# ---- block 1 ----
### The clock network, block 1

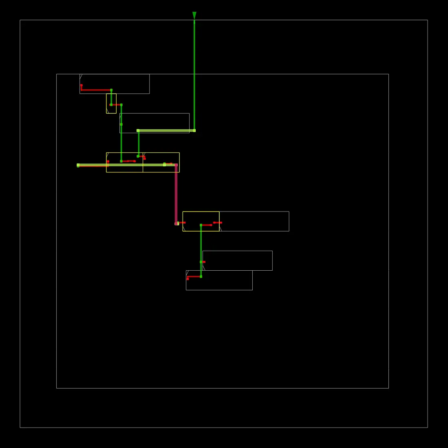

File: config.mk
export PLATFORM = sky130hd
export DESIGN_NAME = mc_controller
export DESIGN_NICKNAME = d
export VERILOG_FILES = /design/src/rtl/mc_pkg.sv /design/src/rtl/mc_controller_aludec.sv /design/src/rtl/mc_controller.sv
export SDC_FILE = /design/constraint.sdc
export NUM_CORES = 1
export LEC_CHECK = 0
export CORE_MARGIN = 5
export CORE_UTILIZATION = 41
export CTS_BUF_LIST = sky130_fd_sc_hd__clkbuf_8 sky130_fd_sc_hd__clkbuf_16
export CTS_CLUSTER_SIZE = 14
export DETAILED_ROUTE_END_ITERATION = 10
export GPL_TIMING_DRIVEN = 0
export PLACE_DENSITY = 0.77
export SETUP_SLACK_MARGIN = 0.05
export SKIP_CTS_REPAIR_TIMING = 1
export SLEW_MARGIN = 20
export SYNTH_ARGS = -nofsm -noshare
export SYNTH_HDL_FRONTEND = slang
export SYNTH_SLANG_ARGS = --single-unit
File: constraint.sdc
create_clock -name clk -period 2.6 [get_ports clk]
set_clock_uncertainty 0.15 [all_clocks]
set_input_delay 0.52 -clock clk [delete_from_list [all_inputs] [get_ports clk]]
set_output_delay 0.52 -clock clk [all_outputs]
set_load 0.05 [all_outputs]
File: src/rtl/mc_pkg.sv
// Shared constants for the multicycle RV32I controller: state encoding,
// opcodes, ALUOp/ImmSrc codes and the ALU operation encoding.
package mc_pkg;

    localparam logic [3:0] S_FETCH    = 4'd0;
    localparam logic [3:0] S_DECODE   = 4'd1;
    localparam logic [3:0] S_MEMADR   = 4'd2;
    localparam logic [3:0] S_MEMREAD  = 4'd3;
    localparam logic [3:0] S_MEMWB    = 4'd4;
    localparam logic [3:0] S_MEMWRITE = 4'd5;
    localparam logic [3:0] S_EXECR    = 4'd6;
    localparam logic [3:0] S_EXECI    = 4'd7;
    localparam logic [3:0] S_ALUWB    = 4'd8;
    localparam logic [3:0] S_BRANCH   = 4'd9;
    localparam logic [3:0] S_JAL      = 4'd10;
    localparam logic [3:0] S_JALR     = 4'd11;
    localparam logic [3:0] S_JALRPC   = 4'd12;
    localparam logic [3:0] S_LUI      = 4'd13;
    localparam logic [3:0] S_AUIPC    = 4'd14;
    localparam logic [3:0] S_TRAP     = 4'd15;

    localparam logic [6:0] OP_LOAD  = 7'b0000011;
    localparam logic [6:0] OP_STORE = 7'b0100011;
    localparam logic [6:0] OP_R     = 7'b0110011;
    localparam logic [6:0] OP_I     = 7'b0010011;
    localparam logic [6:0] OP_BR    = 7'b1100011;
    localparam logic [6:0] OP_JAL   = 7'b1101111;
    localparam logic [6:0] OP_JALR  = 7'b1100111;
    localparam logic [6:0] OP_LUI   = 7'b0110111;
    localparam logic [6:0] OP_AUIPC = 7'b0010111;

    typedef enum logic [1:0] {
        ALUOP_ADD   = 2'b00,
        ALUOP_SUB   = 2'b01,
        ALUOP_FUNCT = 2'b10
    } aluop_t;

    localparam logic [2:0] IMM_I = 3'b000;
    localparam logic [2:0] IMM_S = 3'b001;
    localparam logic [2:0] IMM_B = 3'b010;
    localparam logic [2:0] IMM_J = 3'b011;
    localparam logic [2:0] IMM_U = 3'b100;

    localparam logic [3:0] ALU_ADD  = 4'd0;
    localparam logic [3:0] ALU_SUB  = 4'd1;
    localparam logic [3:0] ALU_AND  = 4'd2;
    localparam logic [3:0] ALU_OR   = 4'd3;
    localparam logic [3:0] ALU_XOR  = 4'd4;
    localparam logic [3:0] ALU_SLT  = 4'd5;
    localparam logic [3:0] ALU_SLTU = 4'd6;
    localparam logic [3:0] ALU_SLL  = 4'd7;
    localparam logic [3:0] ALU_SRL  = 4'd8;
    localparam logic [3:0] ALU_SRA  = 4'd9;

    // R-type has no immediate; it shares the I encoding as a don't-care.
    function automatic logic [2:0] immSrcOf(input logic [6:0] op);
        case (op)
            OP_STORE:           return IMM_S;
            OP_BR:              return IMM_B;
            OP_JAL:             return IMM_J;
            OP_LUI, OP_AUIPC:   return IMM_U;
            default:            return IMM_I;
        endcase
    endfunction

endpackage

File: src/rtl/mc_controller_aludec.sv
// ALU decoder: maps ALUOp plus the instruction funct fields onto an ALU
// operation code.
module aludec
    import mc_pkg::*;
(
    input  aluop_t      i_aluOp,
    input  logic [2:0]  i_funct3,
    input  logic        i_funct7b5,
    input  logic        i_op5,
    output logic [3:0]  o_aluControl
);

    // Only R-type (op[5]=1) can select sub; for I-type funct7b5 matters only for srai.
    always_comb begin
        o_aluControl = ALU_ADD;
        case (i_aluOp)
            ALUOP_ADD: o_aluControl = ALU_ADD;
            ALUOP_SUB: o_aluControl = ALU_SUB;
            ALUOP_FUNCT: begin
                case (i_funct3)
                    3'b000:  o_aluControl = (i_op5 && i_funct7b5) ? ALU_SUB : ALU_ADD;
                    3'b001:  o_aluControl = ALU_SLL;
                    3'b010:  o_aluControl = ALU_SLT;
                    3'b011:  o_aluControl = ALU_SLTU;
                    3'b100:  o_aluControl = ALU_XOR;
                    3'b101:  o_aluControl = i_funct7b5 ? ALU_SRA : ALU_SRL;
                    3'b110:  o_aluControl = ALU_OR;
                    default: o_aluControl = ALU_AND;
                endcase
            end
            default: o_aluControl = ALU_ADD;
        endcase
    end

endmodule

File: src/rtl/mc_controller.sv
// Multicycle control FSM for the RV32I core on a single shared memory port,
// with a mem_req/mem_ready handshake that stalls fetch and data accesses.
module mc_controller
    import mc_pkg::*;
#(
    parameter bit RESET_TRAP = 1'b0
)
(
    input  logic        clk,
    input  logic        rst_n,
    input  logic [6:0]  op,
    input  logic [2:0]  funct3,
    input  logic        funct7b5,
    input  logic        zero,
    input  logic        lt,
    input  logic        ltu,
    input  logic        mem_ready,
    output logic        mem_req,
    output logic        AdrSrc,
    output logic        MemWrite,
    output logic        IRWrite,
    output logic        PCWrite,
    output logic        RegWrite,
    output logic [1:0]  ResultSrc,
    output logic [1:0]  ALUSrcA,
    output logic [1:0]  ALUSrcB,
    output logic [2:0]  ImmSrc,
    output logic [3:0]  ALUControl,
    output logic        illegal_instr,
    output logic [3:0]  state_o
);

    logic [3:0] r_state;
    logic       r_illegal;
    logic [3:0] w_nextState;
    logic       w_setIllegal;
    logic       w_taken;
    aluop_t     w_aluOp;
    logic       w_irWrite;
    logic       w_pcWrite;
    logic       w_memWrite;
    logic       w_regWrite;

    always_ff @(posedge clk or negedge rst_n) begin
        if (!rst_n) begin
            r_state   <= S_FETCH;
            r_illegal <= 1'b0;
        end else begin
            r_state <= w_nextState;
            if (w_setIllegal) begin
                r_illegal <= 1'b1;
            end
        end
    end

    always_comb begin
        w_taken = 1'b0;
        case (funct3)
            3'b000:  w_taken = zero;
            3'b001:  w_taken = !zero;
            3'b100:  w_taken = lt;
            3'b101:  w_taken = !lt;
            3'b110:  w_taken = ltu;
            3'b111:  w_taken = !ltu;
            default: w_taken = 1'b0;
        endcase
    end

    always_comb begin
        w_nextState  = r_state;
        w_setIllegal = 1'b0;
        case (r_state)
            S_FETCH:    if (mem_ready) w_nextState = S_DECODE;
            S_DECODE: begin
                case (op)
                    OP_LOAD, OP_STORE: w_nextState = S_MEMADR;
                    OP_R:              w_nextState = S_EXECR;
                    OP_I:              w_nextState = S_EXECI;
                    OP_BR:             w_nextState = S_BRANCH;
                    OP_JAL:            w_nextState = S_JAL;
                    OP_JALR:           w_nextState = S_JALR;
                    OP_LUI:            w_nextState = S_LUI;
                    OP_AUIPC:          w_nextState = S_AUIPC;
                    default: begin
                        w_setIllegal = 1'b1;
                        w_nextState  = RESET_TRAP ? S_TRAP : S_FETCH;
                    end
                endcase
            end
            S_MEMADR:   w_nextState = (op == OP_LOAD) ? S_MEMREAD : S_MEMWRITE;
            S_MEMREAD:  if (mem_ready) w_nextState = S_MEMWB;
            S_MEMWB:    w_nextState = S_FETCH;
            S_MEMWRITE: if (mem_ready) w_nextState = S_FETCH;
            S_EXECR:    w_nextState = S_ALUWB;
            S_EXECI:    w_nextState = S_ALUWB;
            S_ALUWB:    w_nextState = S_FETCH;
            S_BRANCH: begin
                w_nextState  = S_FETCH;
                w_setIllegal = (funct3 == 3'b010) || (funct3 == 3'b011);
            end
            S_JAL:      w_nextState = S_ALUWB;
            S_JALR:     w_nextState = S_JALRPC;
            S_JALRPC:   w_nextState = S_ALUWB;
            S_LUI:      w_nextState = S_ALUWB;
            S_AUIPC:    w_nextState = S_ALUWB;
            S_TRAP:     w_nextState = S_TRAP;
            default:    w_nextState = S_FETCH;
        endcase
    end

    // Moore decode; strobes go through w_* so they can be reset-gated below.
    always_comb begin
        mem_req    = 1'b0;
        AdrSrc     = 1'b0;
        ResultSrc  = 2'b00;
        ALUSrcA    = 2'b00;
        ALUSrcB    = 2'b00;
        w_aluOp    = ALUOP_ADD;
        w_irWrite  = 1'b0;
        w_pcWrite  = 1'b0;
        w_memWrite = 1'b0;
        w_regWrite = 1'b0;
        case (r_state)
            S_FETCH: begin
                mem_req   = 1'b1;
                ALUSrcB   = 2'b10;
                ResultSrc = 2'b10;
                w_irWrite = mem_ready;
                w_pcWrite = mem_ready;
            end
            S_DECODE: begin
                ALUSrcA = 2'b01;
                ALUSrcB = 2'b01;
            end
            S_MEMADR: begin
                ALUSrcA = 2'b10;
                ALUSrcB = 2'b01;
            end
            S_MEMREAD: begin
                mem_req = 1'b1;
                AdrSrc  = 1'b1;
            end
            S_MEMWB: begin
                ResultSrc  = 2'b01;
                w_regWrite = 1'b1;
            end
            S_MEMWRITE: begin
                mem_req    = 1'b1;
                AdrSrc     = 1'b1;
                w_memWrite = mem_ready;
            end
            S_EXECR: begin
                ALUSrcA = 2'b10;
                w_aluOp = ALUOP_FUNCT;
            end
            S_EXECI: begin
                ALUSrcA = 2'b10;
                ALUSrcB = 2'b01;
                w_aluOp = ALUOP_FUNCT;
            end
            S_ALUWB:    w_regWrite = 1'b1;
            S_BRANCH: begin
                ALUSrcA   = 2'b10;
                w_aluOp   = ALUOP_SUB;
                w_pcWrite = w_taken;
            end
            S_JAL: begin
                ALUSrcA   = 2'b01;
                ALUSrcB   = 2'b10;
                w_pcWrite = 1'b1;
            end
            S_JALR: begin
                ALUSrcA = 2'b10;
                ALUSrcB = 2'b01;
            end
            S_JALRPC: begin
                ALUSrcA   = 2'b01;
                ALUSrcB   = 2'b10;
                w_pcWrite = 1'b1;
            end
            S_LUI: begin
                ALUSrcA = 2'b11;
                ALUSrcB = 2'b01;
            end
            S_AUIPC: begin
                ALUSrcA = 2'b01;
                ALUSrcB = 2'b01;
            end
            default: begin
                mem_req = 1'b0;
            end
        endcase
    end

    // Reset aborts an in-flight access at once, so no strobe can leak through.
    assign IRWrite       = w_irWrite  & rst_n;
    assign PCWrite       = w_pcWrite  & rst_n;
    assign MemWrite      = w_memWrite & rst_n;
    assign RegWrite      = w_regWrite & rst_n;
    assign ImmSrc        = immSrcOf(op);
    assign illegal_instr = r_illegal;
    assign state_o       = r_state;

    aludec u_aludec (
        .i_aluOp      (w_aluOp),
        .i_funct3     (funct3),
        .i_funct7b5   (funct7b5),
        .i_op5        (op[5]),
        .o_aluControl (ALUControl)
    );

endmodule

# ---- block 2 ----
===== src/rtl/uart_pkg.sv =====
`default_nettype none
// +----------------------------------------------------------------------------+
// | Module  : uart_pkg                                                         |
// | Purpose : Shared FSM state type and sizing constants for uart_tx_arbiter.  |
// | Revision: 1.0 - initial release                                            |
// +----------------------------------------------------------------------------+
package uart_pkg;

  localparam int NUM_REQ_DEF   = 4;
  localparam int DATA_BITS_DEF = 8;
  localparam int IDX_W_DEF     = $clog2(NUM_REQ_DEF);

  typedef enum logic [1:0] {
    IDLE      = 2'd0,
    SEND      = 2'd1,
    WAIT_DONE = 2'd2
  } state_t;

endpackage
`default_nettype wire


===== src/rtl/uart_rr_picker.sv =====
`default_nettype none
// +----------------------------------------------------------------------------+
// | Module  : uart_rr_picker                                                   |
// | Purpose : Rotating-priority pick: first set mask bit at or after start.    |
// | Revision: 1.0 - initial release                                            |
// +----------------------------------------------------------------------------+
module uart_rr_picker
  import uart_pkg::*;
#(
  parameter int NUM_REQ = NUM_REQ_DEF,
  parameter int IDX_W   = IDX_W_DEF
) (
  input  logic [NUM_REQ-1:0] mask,
  input  logic [IDX_W-1:0]   start,
  output logic [NUM_REQ-1:0] grant,
  output logic               valid
);

  logic [IDX_W:0] pos;

  always_comb begin
    grant = '0;
    valid = 1'b0;
    pos   = '0;
    for (int k = 0; k < NUM_REQ; k++) begin
      // start < NUM_REQ and k < NUM_REQ, so one subtraction is enough to wrap
      pos = {1'b0, start} + (IDX_W+1)'(k);
      if (pos >= (IDX_W+1)'(NUM_REQ)) begin
        pos = pos - (IDX_W+1)'(NUM_REQ);
      end
      if (!valid && mask[pos[IDX_W-1:0]]) begin
        grant[pos[IDX_W-1:0]] = 1'b1;
        valid                 = 1'b1;
      end
    end
  end

endmodule
`default_nettype wire


===== src/rtl/uart_tx_arbiter.sv =====
`default_nettype none
// +----------------------------------------------------------------------------+
// | Module  : uart_tx_arbiter                                                  |
// | Purpose : Round-robin arbiter feeding one byte at a time to a uart TX.     |
// |           Optional packet lock enabled by macro UART_ARB_LOCK_EN.          |
// | Revision: 1.0 - initial release                                            |
// +----------------------------------------------------------------------------+
module uart_tx_arbiter
  import uart_pkg::*;
#(
  parameter int NUM_REQ   = NUM_REQ_DEF,
  parameter int DATA_BITS = DATA_BITS_DEF
) (
  input  logic                           clk,
  input  logic                           rst,
  input  logic [NUM_REQ-1:0]             req_valid,
  input  logic [NUM_REQ*DATA_BITS-1:0]   req_data,
  input  logic [NUM_REQ-1:0]             req_last,
  output logic [NUM_REQ-1:0]             req_ready,
  output logic [$clog2(NUM_REQ)-1:0]     grant_id,
  output logic [DATA_BITS-1:0]           tx_di,
  output logic                           tx_drdy,
  input  logic                           tx_busy,
  input  logic                           tx_done,
  output logic                           busy,
  output logic                           locked
);

  localparam int IDX_W = $clog2(NUM_REQ);

  state_t               state;
  state_t               state_nxt;
  logic [NUM_REQ-1:0]   eligible;
  logic [NUM_REQ-1:0]   pick_grant;
  logic                 pick_valid;
  logic                 accept;
  logic [IDX_W-1:0]     ptr;
  logic [IDX_W-1:0]     ptr_nxt;
  logic [IDX_W-1:0]     win_idx;
  logic [DATA_BITS-1:0] win_data;

  uart_rr_picker #(
    .NUM_REQ (NUM_REQ),
    .IDX_W   (IDX_W)
  ) u_picker (
    .mask  (eligible),
    .start (ptr),
    .grant (pick_grant),
    .valid (pick_valid)
  );

  always_comb begin
    win_idx  = '0;
    win_data = '0;
    for (int i = 0; i < NUM_REQ; i++) begin
      if (pick_grant[i]) begin
        win_idx  = IDX_W'(i);
        win_data = req_data[i*DATA_BITS +: DATA_BITS];
      end
    end
  end

  assign ptr_nxt = (win_idx == IDX_W'(NUM_REQ - 1)) ? '0 : win_idx + IDX_W'(1);

  always_ff @(posedge clk) begin
    if (rst) begin
      state <= IDLE;
    end else begin
      state <= state_nxt;
    end
  end

  // The accept pulse is suppressed while rst is high so an abandoned byte never re-pulses
  always_comb begin
    state_nxt = state;
    accept    = 1'b0;
    req_ready = '0;
    tx_drdy   = 1'b0;
    busy      = (state != IDLE);
    case (state)
      IDLE: begin
        if (pick_valid && !rst) begin
          accept    = 1'b1;
          req_ready = pick_grant;
          state_nxt = SEND;
        end
      end
      SEND: begin
        tx_drdy = !tx_busy;
        if (tx_done) begin
          state_nxt = IDLE;
        end else if (tx_busy) begin
          state_nxt = WAIT_DONE;
        end
      end
      WAIT_DONE: begin
        if (tx_done) begin
          state_nxt = IDLE;
        end
      end
      default: state_nxt = IDLE;
    endcase
  end

  always_ff @(posedge clk) begin
    if (rst) begin
      tx_di    <= '0;
      grant_id <= '0;
      ptr      <= '0;
    end else if (accept) begin
      tx_di    <= win_data;
      grant_id <= win_idx;
      ptr      <= ptr_nxt;
    end
  end

`ifdef UART_ARB_LOCK_EN
  logic             lock_q;
  logic             last_q;
  logic [IDX_W-1:0] lock_id;
  logic             done_to_idle;

  assign done_to_idle = (state != IDLE) && (state_nxt == IDLE);

  // Lock drops only once the LAST byte has actually finished on the wire
  always_ff @(posedge clk) begin
    if (rst) begin
      lock_q  <= 1'b0;
      last_q  <= 1'b0;
      lock_id <= '0;
    end else if (accept) begin
      last_q <= req_last[win_idx];
      if (!req_last[win_idx]) begin
        lock_q  <= 1'b1;
        lock_id <= win_idx;
      end
    end else if (done_to_idle && last_q) begin
      lock_q <= 1'b0;
      last_q <= 1'b0;
    end
  end

  assign eligible = lock_q ? (req_valid & (NUM_REQ'(1) << lock_id)) : req_valid;
  assign locked   = lock_q;
`else
  logic unused_last;

  assign unused_last = ^req_last;
  assign eligible    = req_valid;
  assign locked      = 1'b0;
`endif

endmodule
`default_nettype wire

===== config.mk =====
export PLATFORM = sky130hd
export DESIGN_NAME = uart_tx_arbiter
export DESIGN_NICKNAME = d
export VERILOG_FILES = /design/src/rtl/uart_pkg.sv /design/src/rtl/uart_rr_picker.sv /design/src/rtl/uart_tx_arbiter.sv
export SDC_FILE = /design/constraint.sdc
export NUM_CORES = 1
export LEC_CHECK = 0
export CORE_ASPECT_RATIO = 1.4
export CORE_MARGIN = 2
export CORE_UTILIZATION = 35
export CTS_CLUSTER_DIAMETER = 200
export DETAILED_ROUTE_END_ITERATION = 6
export HOLD_SLACK_MARGIN = 0.15
export PLACE_DENSITY_LB_ADDON = 0.1
export SETUP_SLACK_MARGIN = 0.2
export SLEW_MARGIN = 40
export SYNTH_ARGS = -nofsm -noshare
export SYNTH_HDL_FRONTEND = slang
export SYNTH_SLANG_ARGS = --single-unit

===== constraint.sdc =====
create_clock -name clk -period 4.5 [get_ports clk]
set_input_delay 1.35 -clock clk [delete_from_list [all_inputs] [get_ports clk]]
set_output_delay 1.35 -clock clk [all_outputs]
set_load 0.05 [all_outputs]

# ---- block 3 ----
**src/rtl/multi_light_shader_if.sv**
```systemverilog
// Bus bundle for the multi-light shader: job input, light memory read,
// shadow-ray request/response and shaded-pixel output.
interface multi_light_shader_if #(
  parameter int unsigned X_W          = 9,
  parameter int unsigned Y_W          = 8,
  parameter int unsigned LIGHT_ADDR_W = 2,
  parameter int unsigned FACTOR_W     = 8
);
  logic                    job_valid;
  logic                    job_ready;
  logic [X_W-1:0]          job_x;
  logic [Y_W-1:0]          job_y;
  logic                    job_hit;
  logic [15:0]             job_color;
  logic [47:0]             job_point;

  logic [LIGHT_ADDR_W-1:0] light_addr;
  logic [47:0]             light_fwd;

  logic                    ray_valid;
  logic                    ray_ready;
  logic [47:0]             ray_src;
  logic [47:0]             ray_dir;

  logic                    resp_valid;
  logic                    resp_hit;
  logic [FACTOR_W-1:0]     resp_diffuse;

  logic                    pix_valid;
  logic                    pix_ready;
  logic [X_W-1:0]          pix_x;
  logic [Y_W-1:0]          pix_y;
  logic [15:0]             pix_value;

  modport master (
    input  job_valid, job_x, job_y, job_hit, job_color, job_point,
    input  light_fwd, ray_ready, resp_valid, resp_hit, resp_diffuse, pix_ready,
    output job_ready, light_addr, ray_valid, ray_src, ray_dir,
    output pix_valid, pix_x, pix_y, pix_value
  );

  modport slave (
    output job_valid, job_x, job_y, job_hit, job_color, job_point,
    output light_fwd, ray_ready, resp_valid, resp_hit, resp_diffuse, pix_ready,
    input  job_ready, light_addr, ray_valid, ray_src, ray_dir,
    input  pix_valid, pix_x, pix_y, pix_value
  );
endinterface

```
**src/rtl/multi_light_shader.sv**
```systemverilog
// Per-pixel lighting sequencer: casts one shadow ray per light, accumulates
// unshadowed diffuse plus ambient, and scales the RGB565 hit colour.
module multi_light_shader #(
  parameter int unsigned NUM_LIGHTS   = 4,
  parameter int unsigned LIGHT_ADDR_W = (NUM_LIGHTS > 1) ? $clog2(NUM_LIGHTS) : 1,
  parameter int unsigned FACTOR_W     = 8,
  parameter int unsigned AMBIENT      = 32,
  parameter int unsigned MEM_LATENCY  = 2,
  parameter int unsigned X_W          = 9,
  parameter int unsigned Y_W          = 8
) (
  input  logic                 clk,
  input  logic                 rst,
  input  logic                 shadows_en,
  input  logic [15:0]          background,
  multi_light_shader_if.master bus,
  output logic                 busy
);
  localparam int unsigned ACC_W  = FACTOR_W + 1 + $clog2(NUM_LIGHTS + 2);
  localparam int unsigned EFF_W  = FACTOR_W + 1;
  localparam int unsigned PROD_W = 6 + EFF_W;
  localparam int unsigned CNT_W  = $clog2(MEM_LATENCY + 1);
  localparam logic [47:0]      SIGN_MASK = 48'h8000_8000_8000;
  localparam logic [ACC_W-1:0] ONE       = ACC_W'(1) << FACTOR_W;

  typedef enum logic [2:0] {IDLE, FETCH, CAST, WAIT_RESP, SHADE, OUTPUT} state_t;

  state_t             state, state_nxt;
  logic [CNT_W-1:0]   lat_cnt;
  logic [ACC_W-1:0]   acc;
  logic [15:0]        color_q;
  logic [47:0]        point_q;
  logic               last_light_c;
  logic [EFF_W-1:0]   eff_c;
  logic [15:0]        shade_c;

  assign last_light_c = (bus.light_addr == LIGHT_ADDR_W'(NUM_LIGHTS - 1));

  // State register
  always_ff @(posedge clk) begin
    if (rst) state <= IDLE;
    else     state <= state_nxt;
  end

  // Next-state logic
  always_comb begin
    state_nxt = state;
    unique case (state)
      IDLE:      if (bus.job_valid) state_nxt = bus.job_hit ? FETCH : OUTPUT;
      FETCH:     if (lat_cnt == CNT_W'(MEM_LATENCY - 1)) state_nxt = CAST;
      CAST:      if (bus.ray_ready) state_nxt = WAIT_RESP;
      WAIT_RESP: if (bus.resp_valid) state_nxt = last_light_c ? SHADE : FETCH;
      SHADE:     state_nxt = OUTPUT;
      OUTPUT:    if (bus.pix_ready) state_nxt = IDLE;
      default:   state_nxt = IDLE;
    endcase
  end

  // Clamp intensity to 1.0 and scale each colour channel by it
  always_comb begin
    eff_c   = (acc > ONE) ? EFF_W'(ONE) : EFF_W'(acc);
    shade_c = {5'((PROD_W'(color_q[15:11]) * PROD_W'(eff_c)) >> FACTOR_W),
               6'((PROD_W'(color_q[10:5])  * PROD_W'(eff_c)) >> FACTOR_W),
               5'((PROD_W'(color_q[4:0])   * PROD_W'(eff_c)) >> FACTOR_W)};
  end

  // Datapath and registered handshake outputs
  always_ff @(posedge clk) begin
    if (rst) begin
      bus.job_ready  <= 1'b1;
      bus.ray_valid  <= 1'b0;
      bus.pix_valid  <= 1'b0;
      busy           <= 1'b0;
      bus.light_addr <= '0;
      bus.ray_src    <= '0;
      bus.ray_dir    <= '0;
      bus.pix_x      <= '0;
      bus.pix_y      <= '0;
      bus.pix_value  <= '0;
      lat_cnt        <= '0;
      acc            <= '0;
      color_q        <= '0;
      point_q        <= '0;
    end else begin
      bus.job_ready <= (state_nxt == IDLE);
      bus.ray_valid <= (state_nxt == CAST);
      bus.pix_valid <= (state_nxt == OUTPUT);
      busy          <= (state_nxt != IDLE);
      case (state)
        IDLE: begin
          if (bus.job_valid) begin
            bus.pix_x <= X_W'(bus.job_x);
            bus.pix_y <= Y_W'(bus.job_y);
            color_q   <= bus.job_color;
            point_q   <= bus.job_point;
            if (!bus.job_hit) begin
              bus.pix_value <= background;
            end else begin
              acc            <= ACC_W'(AMBIENT);
              bus.light_addr <= '0;
              lat_cnt        <= '0;
            end
          end
        end
        FETCH: begin
          if (lat_cnt == CNT_W'(MEM_LATENCY - 1)) begin
            bus.ray_dir <= bus.light_fwd ^ SIGN_MASK;
            bus.ray_src <= point_q;
          end else begin
            lat_cnt <= lat_cnt + CNT_W'(1);
          end
        end
        WAIT_RESP: begin
          if (bus.resp_valid) begin
            if (!(shadows_en && bus.resp_hit)) acc <= acc + ACC_W'(bus.resp_diffuse);
            if (!last_light_c) begin
              bus.light_addr <= bus.light_addr + LIGHT_ADDR_W'(1);
              lat_cnt        <= '0;
            end
          end
        end
        SHADE:   bus.pix_value <= shade_c;
        default: ;
      endcase
    end
  end
endmodule

```
**src/flat_wrapper.sv**
```systemverilog
// flat-port wrapper written by rule: the top's interface ports become plain ports
module multi_light_shader_flat 
#(
  parameter int unsigned NUM_LIGHTS   = 4,
  parameter int unsigned LIGHT_ADDR_W = (NUM_LIGHTS > 1) ? $clog2(NUM_LIGHTS) : 1,
  parameter int unsigned FACTOR_W     = 8,
  parameter int unsigned AMBIENT      = 32,
  parameter int unsigned MEM_LATENCY  = 2,
  parameter int unsigned X_W          = 9,
  parameter int unsigned Y_W          = 8
)
  (clk, rst, shadows_en, background, busy, bus_job_valid, bus_job_x, bus_job_y, bus_job_hit, bus_job_color, bus_job_point, bus_light_fwd, bus_ray_ready, bus_resp_valid, bus_resp_hit, bus_resp_diffuse, bus_pix_ready, bus_job_ready, bus_light_addr, bus_ray_valid, bus_ray_src, bus_ray_dir, bus_pix_valid, bus_pix_x, bus_pix_y, bus_pix_value);
  multi_light_shader_if #(.X_W(X_W), .Y_W(Y_W), .LIGHT_ADDR_W(LIGHT_ADDR_W), .FACTOR_W(FACTOR_W)) bus_i ();
  input  logic clk;
  input  logic rst;
  input  logic shadows_en;
  input  logic [15:0] background;
  output logic busy;
  input wire logic [$bits(bus_i.job_valid)-1:0] bus_job_valid;
  input wire logic [$bits(bus_i.job_x)-1:0] bus_job_x;
  input wire logic [$bits(bus_i.job_y)-1:0] bus_job_y;
  input wire logic [$bits(bus_i.job_hit)-1:0] bus_job_hit;
  input wire logic [$bits(bus_i.job_color)-1:0] bus_job_color;
  input wire logic [$bits(bus_i.job_point)-1:0] bus_job_point;
  input wire logic [$bits(bus_i.light_fwd)-1:0] bus_light_fwd;
  input wire logic [$bits(bus_i.ray_ready)-1:0] bus_ray_ready;
  input wire logic [$bits(bus_i.resp_valid)-1:0] bus_resp_valid;
  input wire logic [$bits(bus_i.resp_hit)-1:0] bus_resp_hit;
  input wire logic [$bits(bus_i.resp_diffuse)-1:0] bus_resp_diffuse;
  input wire logic [$bits(bus_i.pix_ready)-1:0] bus_pix_ready;
  output wire logic [$bits(bus_i.job_ready)-1:0] bus_job_ready;
  output wire logic [$bits(bus_i.light_addr)-1:0] bus_light_addr;
  output wire logic [$bits(bus_i.ray_valid)-1:0] bus_ray_valid;
  output wire logic [$bits(bus_i.ray_src)-1:0] bus_ray_src;
  output wire logic [$bits(bus_i.ray_dir)-1:0] bus_ray_dir;
  output wire logic [$bits(bus_i.pix_valid)-1:0] bus_pix_valid;
  output wire logic [$bits(bus_i.pix_x)-1:0] bus_pix_x;
  output wire logic [$bits(bus_i.pix_y)-1:0] bus_pix_y;
  output wire logic [$bits(bus_i.pix_value)-1:0] bus_pix_value;
  assign bus_i.job_valid = bus_job_valid;
  assign bus_i.job_x = bus_job_x;
  assign bus_i.job_y = bus_job_y;
  assign bus_i.job_hit = bus_job_hit;
  assign bus_i.job_color = bus_job_color;
  assign bus_i.job_point = bus_job_point;
  assign bus_i.light_fwd = bus_light_fwd;
  assign bus_i.ray_ready = bus_ray_ready;
  assign bus_i.resp_valid = bus_resp_valid;
  assign bus_i.resp_hit = bus_resp_hit;
  assign bus_i.resp_diffuse = bus_resp_diffuse;
  assign bus_i.pix_ready = bus_pix_ready;
  assign bus_job_ready = bus_i.job_ready;
  assign bus_light_addr = bus_i.light_addr;
  assign bus_ray_valid = bus_i.ray_valid;
  assign bus_ray_src = bus_i.ray_src;
  assign bus_ray_dir = bus_i.ray_dir;
  assign bus_pix_valid = bus_i.pix_valid;
  assign bus_pix_x = bus_i.pix_x;
  assign bus_pix_y = bus_i.pix_y;
  assign bus_pix_value = bus_i.pix_value;
  multi_light_shader #(.NUM_LIGHTS(NUM_LIGHTS), .LIGHT_ADDR_W(LIGHT_ADDR_W), .FACTOR_W(FACTOR_W), .AMBIENT(AMBIENT), .MEM_LATENCY(MEM_LATENCY), .X_W(X_W), .Y_W(Y_W)) u_core (.clk(clk), .rst(rst), .shadows_en(shadows_en), .background(background), .bus(bus_i), .busy(busy));
endmodule
```
**config.mk**
```make
export PLATFORM = sky130hd
export DESIGN_NAME = multi_light_shader_flat
export DESIGN_NICKNAME = d
export VERILOG_FILES = /design/src/rtl/multi_light_shader_if.sv /design/src/rtl/multi_light_shader.sv /design/src/flat_wrapper.sv
export SDC_FILE = /design/constraint.sdc
export NUM_CORES = 1
export LEC_CHECK = 0
export ABC_CLOCK_PERIOD_IN_PS = 6400
export CORE_ASPECT_RATIO = 0.8
export CORE_MARGIN = 2
export CORE_UTILIZATION = 51
export DETAILED_ROUTE_END_ITERATION = 8
export GPL_TIMING_DRIVEN = 1
export PLACE_DENSITY = 0.82
export SKIP_CTS_REPAIR_TIMING = 1
export SLEW_MARGIN = 5
export SYNTH_ARGS = -nofsm -noshare
export SYNTH_HDL_FRONTEND = slang
export SYNTH_SLANG_ARGS = --single-unit
```
**constraint.sdc**
```tcl
create_clock -name clk -period 6.4 [get_ports clk]
set_clock_uncertainty 0.1 [all_clocks]
set_input_delay 1.28 -clock clk [delete_from_list [all_inputs] [get_ports clk]]
set_output_delay 1.28 -clock clk [all_outputs]
set_load 0.1 [all_outputs]
```

==> notes/layouts.md <==
Pictures saved along the way, in no particular order.

Routed metal, one color a layer.
picture 1
Scale: 4 px per micron.
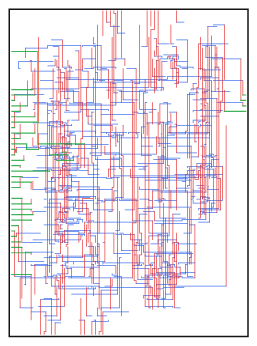
picture 2
Scale: 2 px per micron.
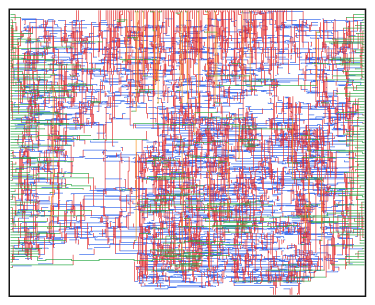
picture 3
Scale: 6 px per micron.
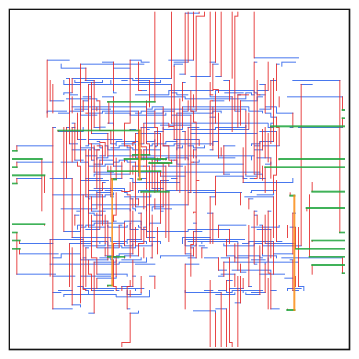
- largest die: picture 2
block 2 -> picture 1
block 1 -> picture 3
block 3 -> picture 2

### The clock network, block 2

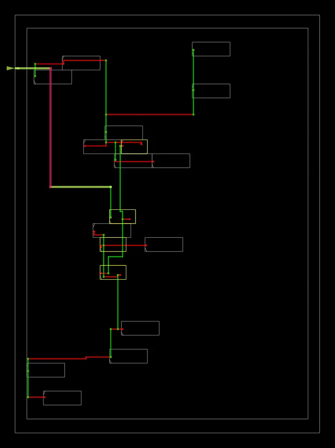
Sink Count: 14
registers: 14
skew final: 0.003811 ns
P_clk: 125 uW
layout clock buffer count: 4

==> impl_metrics.tcl, block 2 <==
# yosys + openroad results
set metrics [dict create \
    synth_nets 222 \
    drv_cap 0 \
    p_leak_uw 0.0009655 \
    final_util 0.5849 \
    seq-cell-share 0.1149 \
    min_path_type "flip-flop to flip-flop" \
    nNonClkBuffers 88 \
    cp.required_ns 3.15 \
    post-place-ws_ns -0.3778 \
    wl_microns 4687 \
    vias 1623 \
    cts_tree "built" \
    cp_num_buf_inv 4 \
    layout_top_cells "47 x clkdlybuf4s50_1, 28 x buf_4, 14 x inv_1, 14 x dfxtp_1" \
    yosysChipArea_sq_um 1499 \
    status "complete, no violations" \
    cp-end-kind "output port" \
    chipArea_sq_um 4830 \
    overflow 0 \
    top_cell_area_share 0.1870 \
    setup_ws_ns 0.02735 \
    final.setup.tns_ns 0 \
]
block 2: how the worst min path moves through the flow:
stage / end / from / depth (start not counted)
CTS: grant_id[1] / grant_id[1] / 2
global route: grant_id[1] / grant_id[1] / 2
global placement: grant_id[1] / grant_id[1] / 2
floorplan: ptr[1] / ptr[1] / 2
finish: grant_id[1] / grant_id[1] / 2
detailed placement: grant_id[1] / grant_id[1] / 2
block 2: repair_timing:
action | 4_1_cts | 5_1_grt
cloned | 1 | 0
buffers inserted | 7 | 0
gates resized | 30 | 1
pin swaps | 11 | 2
endpoints found under the setup margin | 4 | 4
block 2: state kept, by name, summed over array words and instances, names as in the netlist:
signal    count
tx_di         8
state         2
ptr           2
grant_id      2
block 2: cell families (layout without fill, tap and decap cells):
kind of cell    after synthesis  count (layout)  share of synthesized area
other cells                   1               1                   0.002502
flops                        14              14                     0.1870
mux                          13              13                     0.1060
simple gates                 43              43                     0.1786
fa+ha+maj                     6               6                    0.05008
buf+inv                      30             106                     0.1260
compound gates               65              65                     0.3498
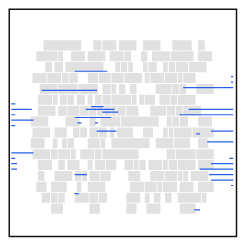
*The metal 3 layer, block 1*
Scale: 4 px per micron. Cells faint in the background.
longest straight run = 13.6 microns
main direction = horizontal
wire length on this layer = 148 microns

Notes on 'The clock network' of block 1 above:
P_clk: 139 uW
registers: 5
layout clock buffer count: 3
Sink Count: 5
worst-skew pair later-pin latency: 0.22 ns

==> impl_metrics.tcl, block 1 <==
# yosys + openroad results
set metrics [dict create \
    comb-cell-share 0.5278 \
    numCtsBuffers 3 \
    p_leak_uw 0.0007626 \
    setup_ws_ns 0.02149 \
    period_needed_ns 2.579 \
    area_leaders "dfrtp_1 14%, nor2_1 6.8%, nand2_1 5.5%" \
    switching_share 0.5685 \
    routedWlPerCell_microns 14.30 \
    crit_type "flip-flop to output port" \
    yosysChipArea_sq_um 884.6 \
    edf_count 0 \
    finalCritPeriodShare 0.9917 \
    drc 0 \
    warning_count 29 \
    dp.final_hpwl_microns 2249 \
    die_x_microns 56.45 \
    drtIter0Drc 39 \
    wl_microns 2917 \
    die_h_microns 56.45 \
    ys_cells 132 \
    nets 197 \
    nWellTaps 27 \
    antennaDiodeCount 0 \
    seq_area_sq_um 130.1 \
    cp-end-kind "output port" \
    clkTransAtPathRegs_ns 0.04 \
    status "complete, no violations" \
    worst_pin_slew_ns 0.5141 \
    coreArea_sq_um 2002 \
    lay_top_count "dlymetal6s2s_1" \
    largest_register_ffs 4 \
    ioPinCount 41 \
    final_util 0.7519 \
    grt_max_degree 11 \
    final.setup.tns_ns 0 \
    grt_pass1_wl_microns 4685 \
]
==> block 1: worst paths after layout <==
kind                       cells after the start           from       endpoint  slack (ns)
setup / recovery                               8     state_o[1]  ALUControl[3]        0.02
hold / removal                                 1          rst_n     state_o[2]        0.04
setup reg to reg                               4     state_o[3]     state_o[0]        1.08
hold reg to reg                                2  illegal_instr  illegal_instr        0.32
max in group asynchronous                      1          rst_n     state_o[0]        1.97
min in group clk                               2  illegal_instr  illegal_instr        0.32
==> block 1: power by group through the flow <==
stage	sequential [uW]	combinational, uW	clock (uW)
finish	128	898	139
floorplan	170	591	0
global route	132	959	148
CTS	123	906	138
global placement	124	891	0
detailed placement	124	900	0
==> block 1: kinds of logic after synthesis <==
family	count (synthesis)	synth area share
DFF	5	0.1414
and+or+nand+nor	70	0.4173
xor gates and xnor gates	4	0.03960
adders and majority gates	2	0.02828
buffers and inverters	14	0.06931
AOI/OAI and AO/OA	33	0.2574
muxes	4	0.04668
==> block 1: routing by layer <==
metal	GRT usage	vias to the layer above	wire, microns	share of wire
met2	0.3020	44	1496	0.51
met3	0.02752	6	148	0.051
li1	-	576	-	-
met4	0.05424	0	44	0.015
met1	0.2253	525	1227	0.42
met5	0	-	0	0
### The metal 2 layer, block 3

Scale: 1.5 px per micron.
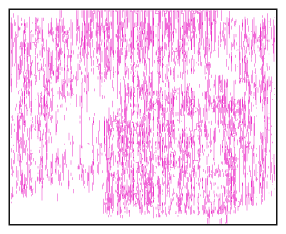
share of all routed wire = 44%
main direction = vertical
wire length on this layer = 15300 microns
nets with wire on the layer = 1674
longest straight run = 58.6 microns

### The metal 3 layer, block 3

Scale: 1.5 px per micron. Cells faint in the background.
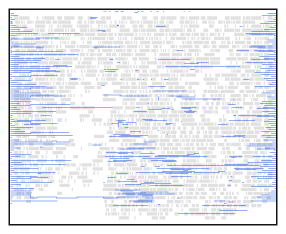
longest straight run = 57.3 microns
nets with wire on the layer = 286
share of all routed wire = 11%
main direction = horizontal

==> impl_metrics.tcl, block 3 <==
# yosys + openroad results
set metrics [dict create \
    grt_usage 0.2657 \
    fillers 1912 \
    area_delta_synth_final_pct 31.03 \
    dp.final_hpwl_microns 24690 \
    wl_microns 34840 \
    top_cell_area_share 0.3526 \
    drc 0 \
    antennaDiodeCount 0 \
    stdcell_count 2072 \
    vias 11420 \
    finalCritPeriodShare 0.8097 \
    viasPerCell 5.512 \
    yosysChipArea_sq_um 12260 \
    use_met2 0.4200 \
    bufAreaShareNonClock 0.1886 \
    netlist_top_cells_count "398 x nand2_1, 216 x dfxtp_1, 198 x a21oi_1" \
    status "complete, no violations" \
    logic_area_sq_um 7159 \
    power_frac_clock 0.408 \
    r2r_slack_ns 1.22 \
    finalHoldWorstSlack_ns 0.3478 \
    final_area_sq_um 16070 \
    first_global_vias 10850 \
    largestClassByArea "logic gates" \
    cts_tree "built" \
    seq_cells 216 \
    post-place-ws_ns 1.315 \
    met2_length_microns 15350 \
    die_h_microns 142.7 \
    slowest_delay_ns 0.58 \
    regToRegStartpoint "u_core.acc[8]" \
    num_rows 50 \
    min_path_type "flip-flop to flip-flop" \
    hold_viol 0 \
    worstPathCellList "nor4_2 -> buf_4 -> and3_1 -> fa_1 -> fa_1 -> inv_1 -> fa_1 -> inv_1 -> ha_1 -> and3_1 -> o21ai_0 -> a31oi_1 -> o21a_1 -> o32ai_1" \
    top_regs "u_core.bus.ray_dir x48, u_core.bus.ray_src x48, u_core.point_q x48" \
    grt_use_met3 0.08493 \
]
-- block 3: placed cells by master, fill, tap and decap left out, drive strengths merged, types with 4 or more instances in the layout --
cell           netlist  routed
a2111oi              4       4
a211o                7       7
a211oi              15      15
a21o                11      11
a21oi              199     199
a31oi                7       7
and2                16      16
and3                96      96
buf                  9      10
bufinv               0       4
clkbuf             102      28
clkdlybuf4s50        0     295
clkinv               0       5
dfxtp              216     216
fa                  66      66
ha                  67      67
inv                101     102
mux2i               11      11
nand2              398     398
nand2b               5       5
nand3               31      31
nand3b               8       8
nand4               11      11
nor2                28      28
nor2b                4       4
nor3                10      10
nor3b                4       4
nor4b                4       4
o211ai               4       4
o21a                 6       6
o21ai               18      18
or3                  5       5
or4                  8       8
xnor2                7       7
xor2                 6       6
-- block 3: logic make-up after synthesis --
kind of cell / share of synthesized area
AND-OR/OR-AND: 0.1444
buffers and inverters: 0.06652
AND/OR/NAND/NOR: 0.2394
multiplexers: 0.009896
adder cells (fa/ha/maj): 0.1761
XOR/XNOR: 0.01112
flip-flops: 0.3526

# ---- block 4 ----
### The metal 2 layer, block 4

Scale: 3 px per micron.
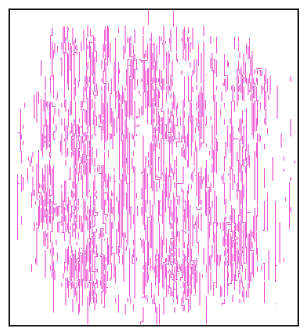

### src/rtl/pwm_capture.sv
`timescale 1ns/1ps
// PWM duty capture: counts high cycles per lane over a 2**DWIDTH-cycle window opened by
// an hsync rising edge, then replays one duty word per lane on the data/valid/start framing.
module pwm_capture #(
  parameter int STAGE  = 8,
  parameter int DWIDTH = 8
) (
  input  logic              clkforcounter,
  input  logic              rst,
  input  logic              hsync,
  input  logic [STAGE-1:0]  pwm_in,
  output logic [DWIDTH-1:0] data,
  output logic              valid,
  output logic              start,
  output logic              sat,
  output logic              busy,
  output logic              missed
);

  localparam int IDXW = (STAGE > 1) ? $clog2(STAGE) : 1;
  localparam logic [DWIDTH-1:0] CNT_MAX = '1;

  typedef enum logic [1:0] {IDLE, MEASURE, OUTPUT} state_t;

  state_t            state, state_nxt;
  logic              hsync_q;
  logic              hs_edge;
  logic [DWIDTH-1:0] cnt [STAGE];
  logic [STAGE-1:0]  sat_bits;
  logic [DWIDTH-1:0] wcnt;
  logic [IDXW-1:0]   idx;
  logic              win_done;
  logic              last_word;

  function automatic logic [DWIDTH-1:0] sat_inc(input logic [DWIDTH-1:0] v);
    return (v == CNT_MAX) ? v : v + DWIDTH'(1);
  endfunction

  assign hs_edge   = hsync & ~hsync_q;
  // WINDOW-1 is all ones, so the window ends when the counter is full
  assign win_done  = (wcnt == CNT_MAX);
  assign last_word = (idx == IDXW'(STAGE - 1));

  always_ff @(posedge clkforcounter or negedge rst) begin
    if (!rst) state <= IDLE;
    else      state <= state_nxt;
  end

  always_comb begin
    state_nxt = state;
    case (state)
      IDLE:    if (hs_edge)   state_nxt = MEASURE;
      MEASURE: if (win_done)  state_nxt = OUTPUT;
      OUTPUT:  if (last_word) state_nxt = IDLE;
      default:                state_nxt = IDLE;
    endcase
  end

  always_ff @(posedge clkforcounter or negedge rst) begin
    if (!rst) begin
      hsync_q  <= 1'b0;
      for (int i = 0; i < STAGE; i++) cnt[i] <= '0;
      sat_bits <= '0;
      wcnt     <= '0;
      idx      <= '0;
    end else begin
      hsync_q <= hsync;
      case (state)
        IDLE: begin
          if (hs_edge) begin
            for (int i = 0; i < STAGE; i++) cnt[i] <= '0;
            sat_bits <= '0;
            wcnt     <= '0;
          end
        end
        MEASURE: begin
          for (int i = 0; i < STAGE; i++) begin
            if (pwm_in[i]) begin
              cnt[i] <= sat_inc(cnt[i]);
              if (cnt[i] == CNT_MAX) sat_bits[i] <= 1'b1;
            end
          end
          wcnt <= wcnt + DWIDTH'(1);
          if (win_done) idx <= '0;
        end
        OUTPUT: begin
          idx <= last_word ? '0 : idx + IDXW'(1);
        end
        default: ;
      endcase
    end
  end

  // Registered burst outputs; data keeps the last word once the burst ends
  always_ff @(posedge clkforcounter or negedge rst) begin
    if (!rst) begin
      data   <= '0;
      valid  <= 1'b0;
      start  <= 1'b0;
      sat    <= 1'b0;
      busy   <= 1'b0;
      missed <= 1'b0;
    end else begin
      valid  <= (state == OUTPUT);
      start  <= (state == OUTPUT) && (idx == '0);
      sat    <= (state == OUTPUT) && sat_bits[idx];
      if (state == OUTPUT) data <= cnt[idx];
      busy   <= (state != IDLE) || hs_edge;
      missed <= hs_edge && (state != IDLE);
    end
  end

endmodule

### config.mk
export PLATFORM = sky130hd
export DESIGN_NAME = pwm_capture
export DESIGN_NICKNAME = d
export VERILOG_FILES = /design/src/rtl/pwm_capture.sv
export SDC_FILE = /design/constraint.sdc
export NUM_CORES = 1
export LEC_CHECK = 0
export ABC_CLOCK_PERIOD_IN_PS = 3770
export CAP_MARGIN = 20
export CORE_ASPECT_RATIO = 1.1
export CORE_MARGIN = 2
export CORE_UTILIZATION = 60
export DETAILED_ROUTE_END_ITERATION = 10
export PLACE_DENSITY = 0.79
export SLEW_MARGIN = 15
export SYNTH_ARGS = -nofsm -noshare
export SYNTH_HDL_FRONTEND = slang
export SYNTH_SLANG_ARGS = --single-unit
### constraint.sdc
create_clock -name clkforcounter -period 3.77 [get_ports clkforcounter]
set_input_delay 0.5655 -clock clkforcounter [delete_from_list [all_inputs] [get_ports clkforcounter]]
set_output_delay 0.5655 -clock clkforcounter [all_outputs]
set_load 0.02 [all_outputs]
# ---- block 5 ----
--- config.mk ---
export PLATFORM = sky130hd
export DESIGN_NAME = prog_loader
export DESIGN_NICKNAME = d
export VERILOG_FILES = /design/src/rtl/loader_pkg.sv /design/src/rtl/prog_loader.sv
export SDC_FILE = /design/constraint.sdc
export NUM_CORES = 1
export LEC_CHECK = 0
export CORE_ASPECT_RATIO = 0.7
export CORE_UTILIZATION = 54
export DETAILED_ROUTE_END_ITERATION = 16
export MAX_ROUTING_LAYER = met4
export PLACE_DENSITY = 0.92
export SYNTH_ARGS = -nofsm -noshare
export SYNTH_HDL_FRONTEND = slang
export SYNTH_SLANG_ARGS = --single-unit
--- constraint.sdc ---
create_clock -name clk -period 10.4 [get_ports clk]
set_input_delay 2.08 -clock clk [delete_from_list [all_inputs] [get_ports clk]]
set_output_delay 2.08 -clock clk [all_outputs]
set_load 0.02 [all_outputs]
--- src/rtl/loader_pkg.sv ---
// Shared types and acknowledge codes for the UART boot-path program loader.
package loader_pkg;

   typedef enum logic [2:0] {
      ST_IDLE,
      ST_WAIT_LEN,
      ST_LOAD,
      ST_DONE,
      ST_ERR
   } state_t;

   localparam logic [7:0] ACK_OK  = 8'hAA;
   localparam logic [7:0] ACK_ERR = 8'h55;

endpackage

--- src/rtl/prog_loader.sv ---
// Program loader: takes a length word then that many payload words from the
// concat stage and writes them to instruction memory from address 0 upward.
//
// state       | meaning
// ST_IDLE     | waiting for start after reset
// ST_WAIT_LEN | armed, next valid word is the length L
// ST_LOAD     | writing payload words at addresses 0..L-1
// ST_DONE     | load complete (or L == 0), ack 0xAA sent on entry
// ST_ERR      | L exceeded memory capacity, ack 0x55 sent on entry
module prog_loader
   import loader_pkg::*;
#(
   parameter int DATAW = 32,
   parameter int ADDRW = 14
) (
   input  logic             clk,
   input  logic             rst,
   input  logic             start,
   input  logic [DATAW-1:0] din,
   input  logic             din_valid,
   output logic             imem_we,
   output logic [ADDRW-1:0] imem_addr,
   output logic [DATAW-1:0] imem_wdata,
   output logic             busy,
   output logic             done,
   output logic             err,
   output logic [DATAW-1:0] checksum,
   output logic             ack_send,
   output logic [7:0]       ack_byte
);

   // Compared against the zero-extended length so no upper bits are lost.
   localparam logic [DATAW:0] MAX_LEN = (DATAW+1)'(1) << ADDRW;

   state_t           state;
   logic [ADDRW:0]   count;
   logic [ADDRW:0]   len_q;
   logic [ADDRW:0]   count_nxt;
   logic             len_oversize;

   assign count_nxt    = count + (ADDRW+1)'(1);
   assign len_oversize = ({1'b0, din} > MAX_LEN);

   always_ff @(posedge clk or posedge rst) begin
      if (rst) begin
         state      <= ST_IDLE;
         count      <= '0;
         len_q      <= '0;
         imem_we    <= 1'b0;
         imem_addr  <= '0;
         imem_wdata <= '0;
         busy       <= 1'b0;
         done       <= 1'b0;
         err        <= 1'b0;
         checksum   <= '0;
         ack_send   <= 1'b0;
         ack_byte   <= 8'h00;
      end else begin
         imem_we  <= 1'b0;
         ack_send <= 1'b0;

         case (state)
            ST_IDLE, ST_DONE, ST_ERR: begin
               if (start) begin
                  state    <= ST_WAIT_LEN;
                  count    <= '0;
                  checksum <= '0;
                  busy     <= 1'b1;
                  done     <= 1'b0;
                  err      <= 1'b0;
               end
            end

            ST_WAIT_LEN: begin
               if (din_valid) begin
                  if (din == '0) begin
                     state    <= ST_DONE;
                     busy     <= 1'b0;
                     done     <= 1'b1;
                     ack_send <= 1'b1;
                     ack_byte <= ACK_OK;
                  end else if (len_oversize) begin
                     state    <= ST_ERR;
                     busy     <= 1'b0;
                     err      <= 1'b1;
                     ack_send <= 1'b1;
                     ack_byte <= ACK_ERR;
                  end else begin
                     state <= ST_LOAD;
                     len_q <= din[ADDRW:0];
                  end
               end
            end

            ST_LOAD: begin
               if (din_valid) begin
                  imem_we    <= 1'b1;
                  imem_addr  <= count[ADDRW-1:0];
                  imem_wdata <= din;
                  checksum   <= checksum ^ din;
                  count      <= count_nxt;
                  if (count_nxt == len_q) begin
                     state    <= ST_DONE;
                     busy     <= 1'b0;
                     done     <= 1'b1;
                     ack_send <= 1'b1;
                     ack_byte <= ACK_OK;
                  end
               end
            end

            default: begin
               state <= ST_IDLE;
               busy  <= 1'b0;
            end
         endcase
      end
   end

endmodule

### The metal 3 layer, block 4

Scale: 3 px per micron. Cells faint in the background.
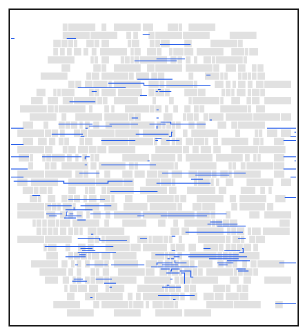
main direction = horizontal
longest straight run = 45.1 microns
wire length on this layer = 865 microns
nets with wire on the layer = 93

### Power grid, block 4

Scale: 4 px per micron. Pins as bars on the die edge. Tap cells in gray.
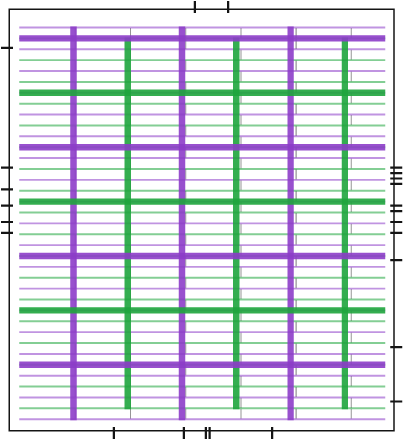
green -> VDD
purple -> VSS
tap cells = 114
met1 rails = 37
signal pins = 24

Notes on 'The metal 2 layer' of block 4 above:
nets with wire on the layer = 522
wire length on this layer = 6400 microns
main direction = vertical

==> impl_metrics.tcl, block 4 <==
# yosys + openroad results
set metrics [dict create \
    status "complete, no violations" \
    p_comb_frac 0.327 \
    grt_usage 0.2907 \
    p_sw_uw 1558 \
    post_cts_buffers 0 \
    crit_path_start "state[0]" \
    rsz0062_at_grt "false" \
    routedWlPerCell_microns 19.35 \
    cp-end-kind "flip-flop" \
    cp_num_cells 4 \
    yosysChipArea_sq_um 5567 \
    area_leaders "dfrtp_1 45%, mux4_2 7.3%, a21oi_1 4.3%" \
    seq-cell-share 0.4097 \
    power.density_nw_per_um2 624.3 \
    die_x_microns 95.84 \
    ctsRootBufferMaster "clkbuf_8" \
    seq_area_sq_um 2479 \
    stdcell_count 694 \
    drive_gt1_frac 0.09828 \
    warning_count 27 \
    edf_count 0 \
    top_cell_area_share 0.4450 \
]
[block 4: power groups by stage]
stage | logic [uW] | clock network (uW) | registers, uW
2_1_floorplan | 996 | 0 | 1730
3_3_place_gp | 1170 | 0 | 1900
3_5_place_dp | 1220 | 0 | 1920
4_1_cts | 1230 | 629 | 1900
5_1_grt | 1390 | 680 | 1980
6_report | 1240 | 613 | 1930
[block 4: logic make-up (layout without fill, tap and decap cells)]
kind of cell	Yosys count	in the layout	share of synthesized area
multiplexers	36	36	0.1063
adder cells (fa/ha/maj)	12	12	0.02697
flip-flops	99	99	0.4450
AND/OR/NAND/NOR	211	211	0.1962
XOR/XNOR	4	4	0.006295
AND-OR/OR-AND	163	163	0.1920
buffers and inverters	32	55	0.02720
[block 4: stage by stage]
step,hold slack (ns),total power (uW),setup WS (ns)
final,0.2429,3777,1.355
after global routing,0.3167,4053,1.238
after CTS,0.2647,3761,1.379
after detailed placement,0.4948,3147,1.236
after global placement,0.4706,3067,1.270
after floorplan,0.2699,2721,2.056
[block 4: sequential cells by signal, indices dropped and copies added, names as in the netlist, 2 cells and up]
register and cells:
state 2, sat_bits 8, cnt 64, idx 3, wcnt 8, data 8
### Power grid, block 5

Scale: 3 px per micron. Pins as bars on the die edge. Tap cells in gray.
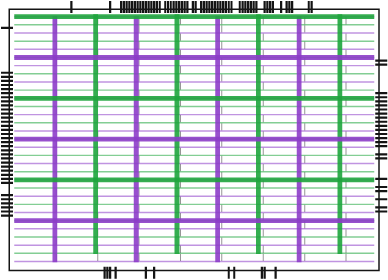
green -> VDD
purple -> VSS
rows = 30
met5 straps = 6
met1 rails = 31
signal pins = 127

==> impl_metrics.tcl, block 5 <==
# yosys + openroad results
set metrics [dict create \
    status "complete, no violations" \
    p_sw_uw 717.1 \
    place.gp.congestion 0.8570 \
    antennaDiodeCount 0 \
    crit_path_start "din[24]" \
    netlist_instances 598 \
    cts-hold-fix-buffers 0 \
    ioPinCount 127 \
    synth_flops 118 \
    top_cell "nand2_1" \
    drive_gt1_frac 0.07961 \
    yosysWarnings 0 \
    slew_headroom 0.1883 \
    whs_path_depth 2 \
    overflow 0 \
    fin_skew_ns 0.008745 \
    post-place-ws_ns 5.666 \
    power.internal_uw 1258 \
    first_global_vias 4965 \
    area_leaders "dfrtp_1 54%, nand2_1 11%, o21ai_0 5.8%" \
    drc 0 \
    synth_nets 635 \
    hold_viol 0 \
    final.setup.tns_ns 0 \
    ys_cells 598 \
    ys_types 57 \
    fp_util 0.5628 \
    routedWlPerCell_microns 18.53 \
    r2r_end "ack_byte[6]" \
    pg_clk_uw 607 \
    min_path_type "flip-flop to flip-flop" \
    p_leak_uw 0.003447 \
    power_frac_clock 0.307 \
    lay_top_count "nand2_1" \
    clock-sinks 118 \
    yosysChipArea_sq_um 5514 \
    crit_end "len_q[7]" \
    num_rows 30 \
    area_delta_synth_final_pct 33.92 \
    finalCritPeriodShare 0.4213 \
    port_buffers 126 \
    htree_levels 4 \
    flop_cell "dfrtp_1" \
    mux_area_frac 0.03426 \
    grt_max_degree 90 \
    clockBufferDepth 2 \
    top_cell_area_share 0.5355 \
    seq_power_share 0.338 \
    power.density_nw_per_um2 267.5 \
    finalSetupViolations 0 \
    drv_slew 0 \
    seq_power_uw 667 \
    coreArea_sq_um 9797 \
]
[block 5: worst max-delay path, stage by stage]
cell and delay [ns]:
clkdlybuf4s50_1 0.47, nor4_1 0.45, nand4_1 0.19, or2_1 0.30
nor4_1 0.28, nand2_1 0.43, mux2_1 0.47
[block 5: area by class of cell]
cell class | count | area (sq um)
clock buffer | 18 | 439.2
inverter | 7 | 28.78
sequential | 118 | 2953
fill | 628 | 2412
timing repair buffer | 129 | 1284
clock inverter | 14 | 176.4
tap | 128 | 160.2
multi-input combinational | 430 | 2344
[block 5: metrics by stage]
stage	instance area, sq um	std cells	hold WS, ns	util
global route	7385	844	0.4879	0.7538
CTS	7385	844	0.4771	0.7538
global placement	6769	812	0.4552	0.6909
floorplan	5514	598	0.4733	-
detailed placement	6769	812	0.4631	0.6909
finish	7385	844	0.4718	0.7538
[block 5: per-layer routing]
layer | global-route usage | part of all wire | up-vias
met3 | 0.06184 | 0.098 | 34
li1 | - | - | 2267
met4 | 0.1486 | 0.020 | 0
met1 | 0.4223 | 0.42 | 2459
met2 | 0.4872 | 0.47 | 336
met5 | - | 0 | -


==> gallery <==
The metal 2 layer.
shot_01.png
Scale: 4 px per micron.
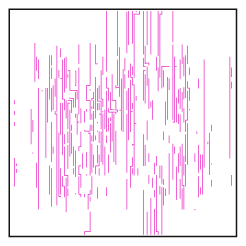
shot_02.png
Scale: 3 px per micron.
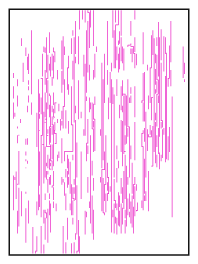
shot_03.png
Scale: 2 px per micron.
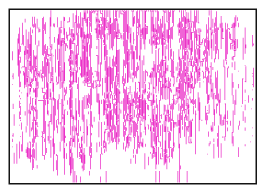
block 5: shot_03.png
block 2: shot_02.png
block 1: shot_01.png
The one with the largest die is shot_03.png.

Key to shot_03.png:
nets with wire on the layer = 652
longest straight run = 32.6 microns
wire length on this layer = 7290 microns

No activity file was given, so power comes from the tool's default toggle rates.
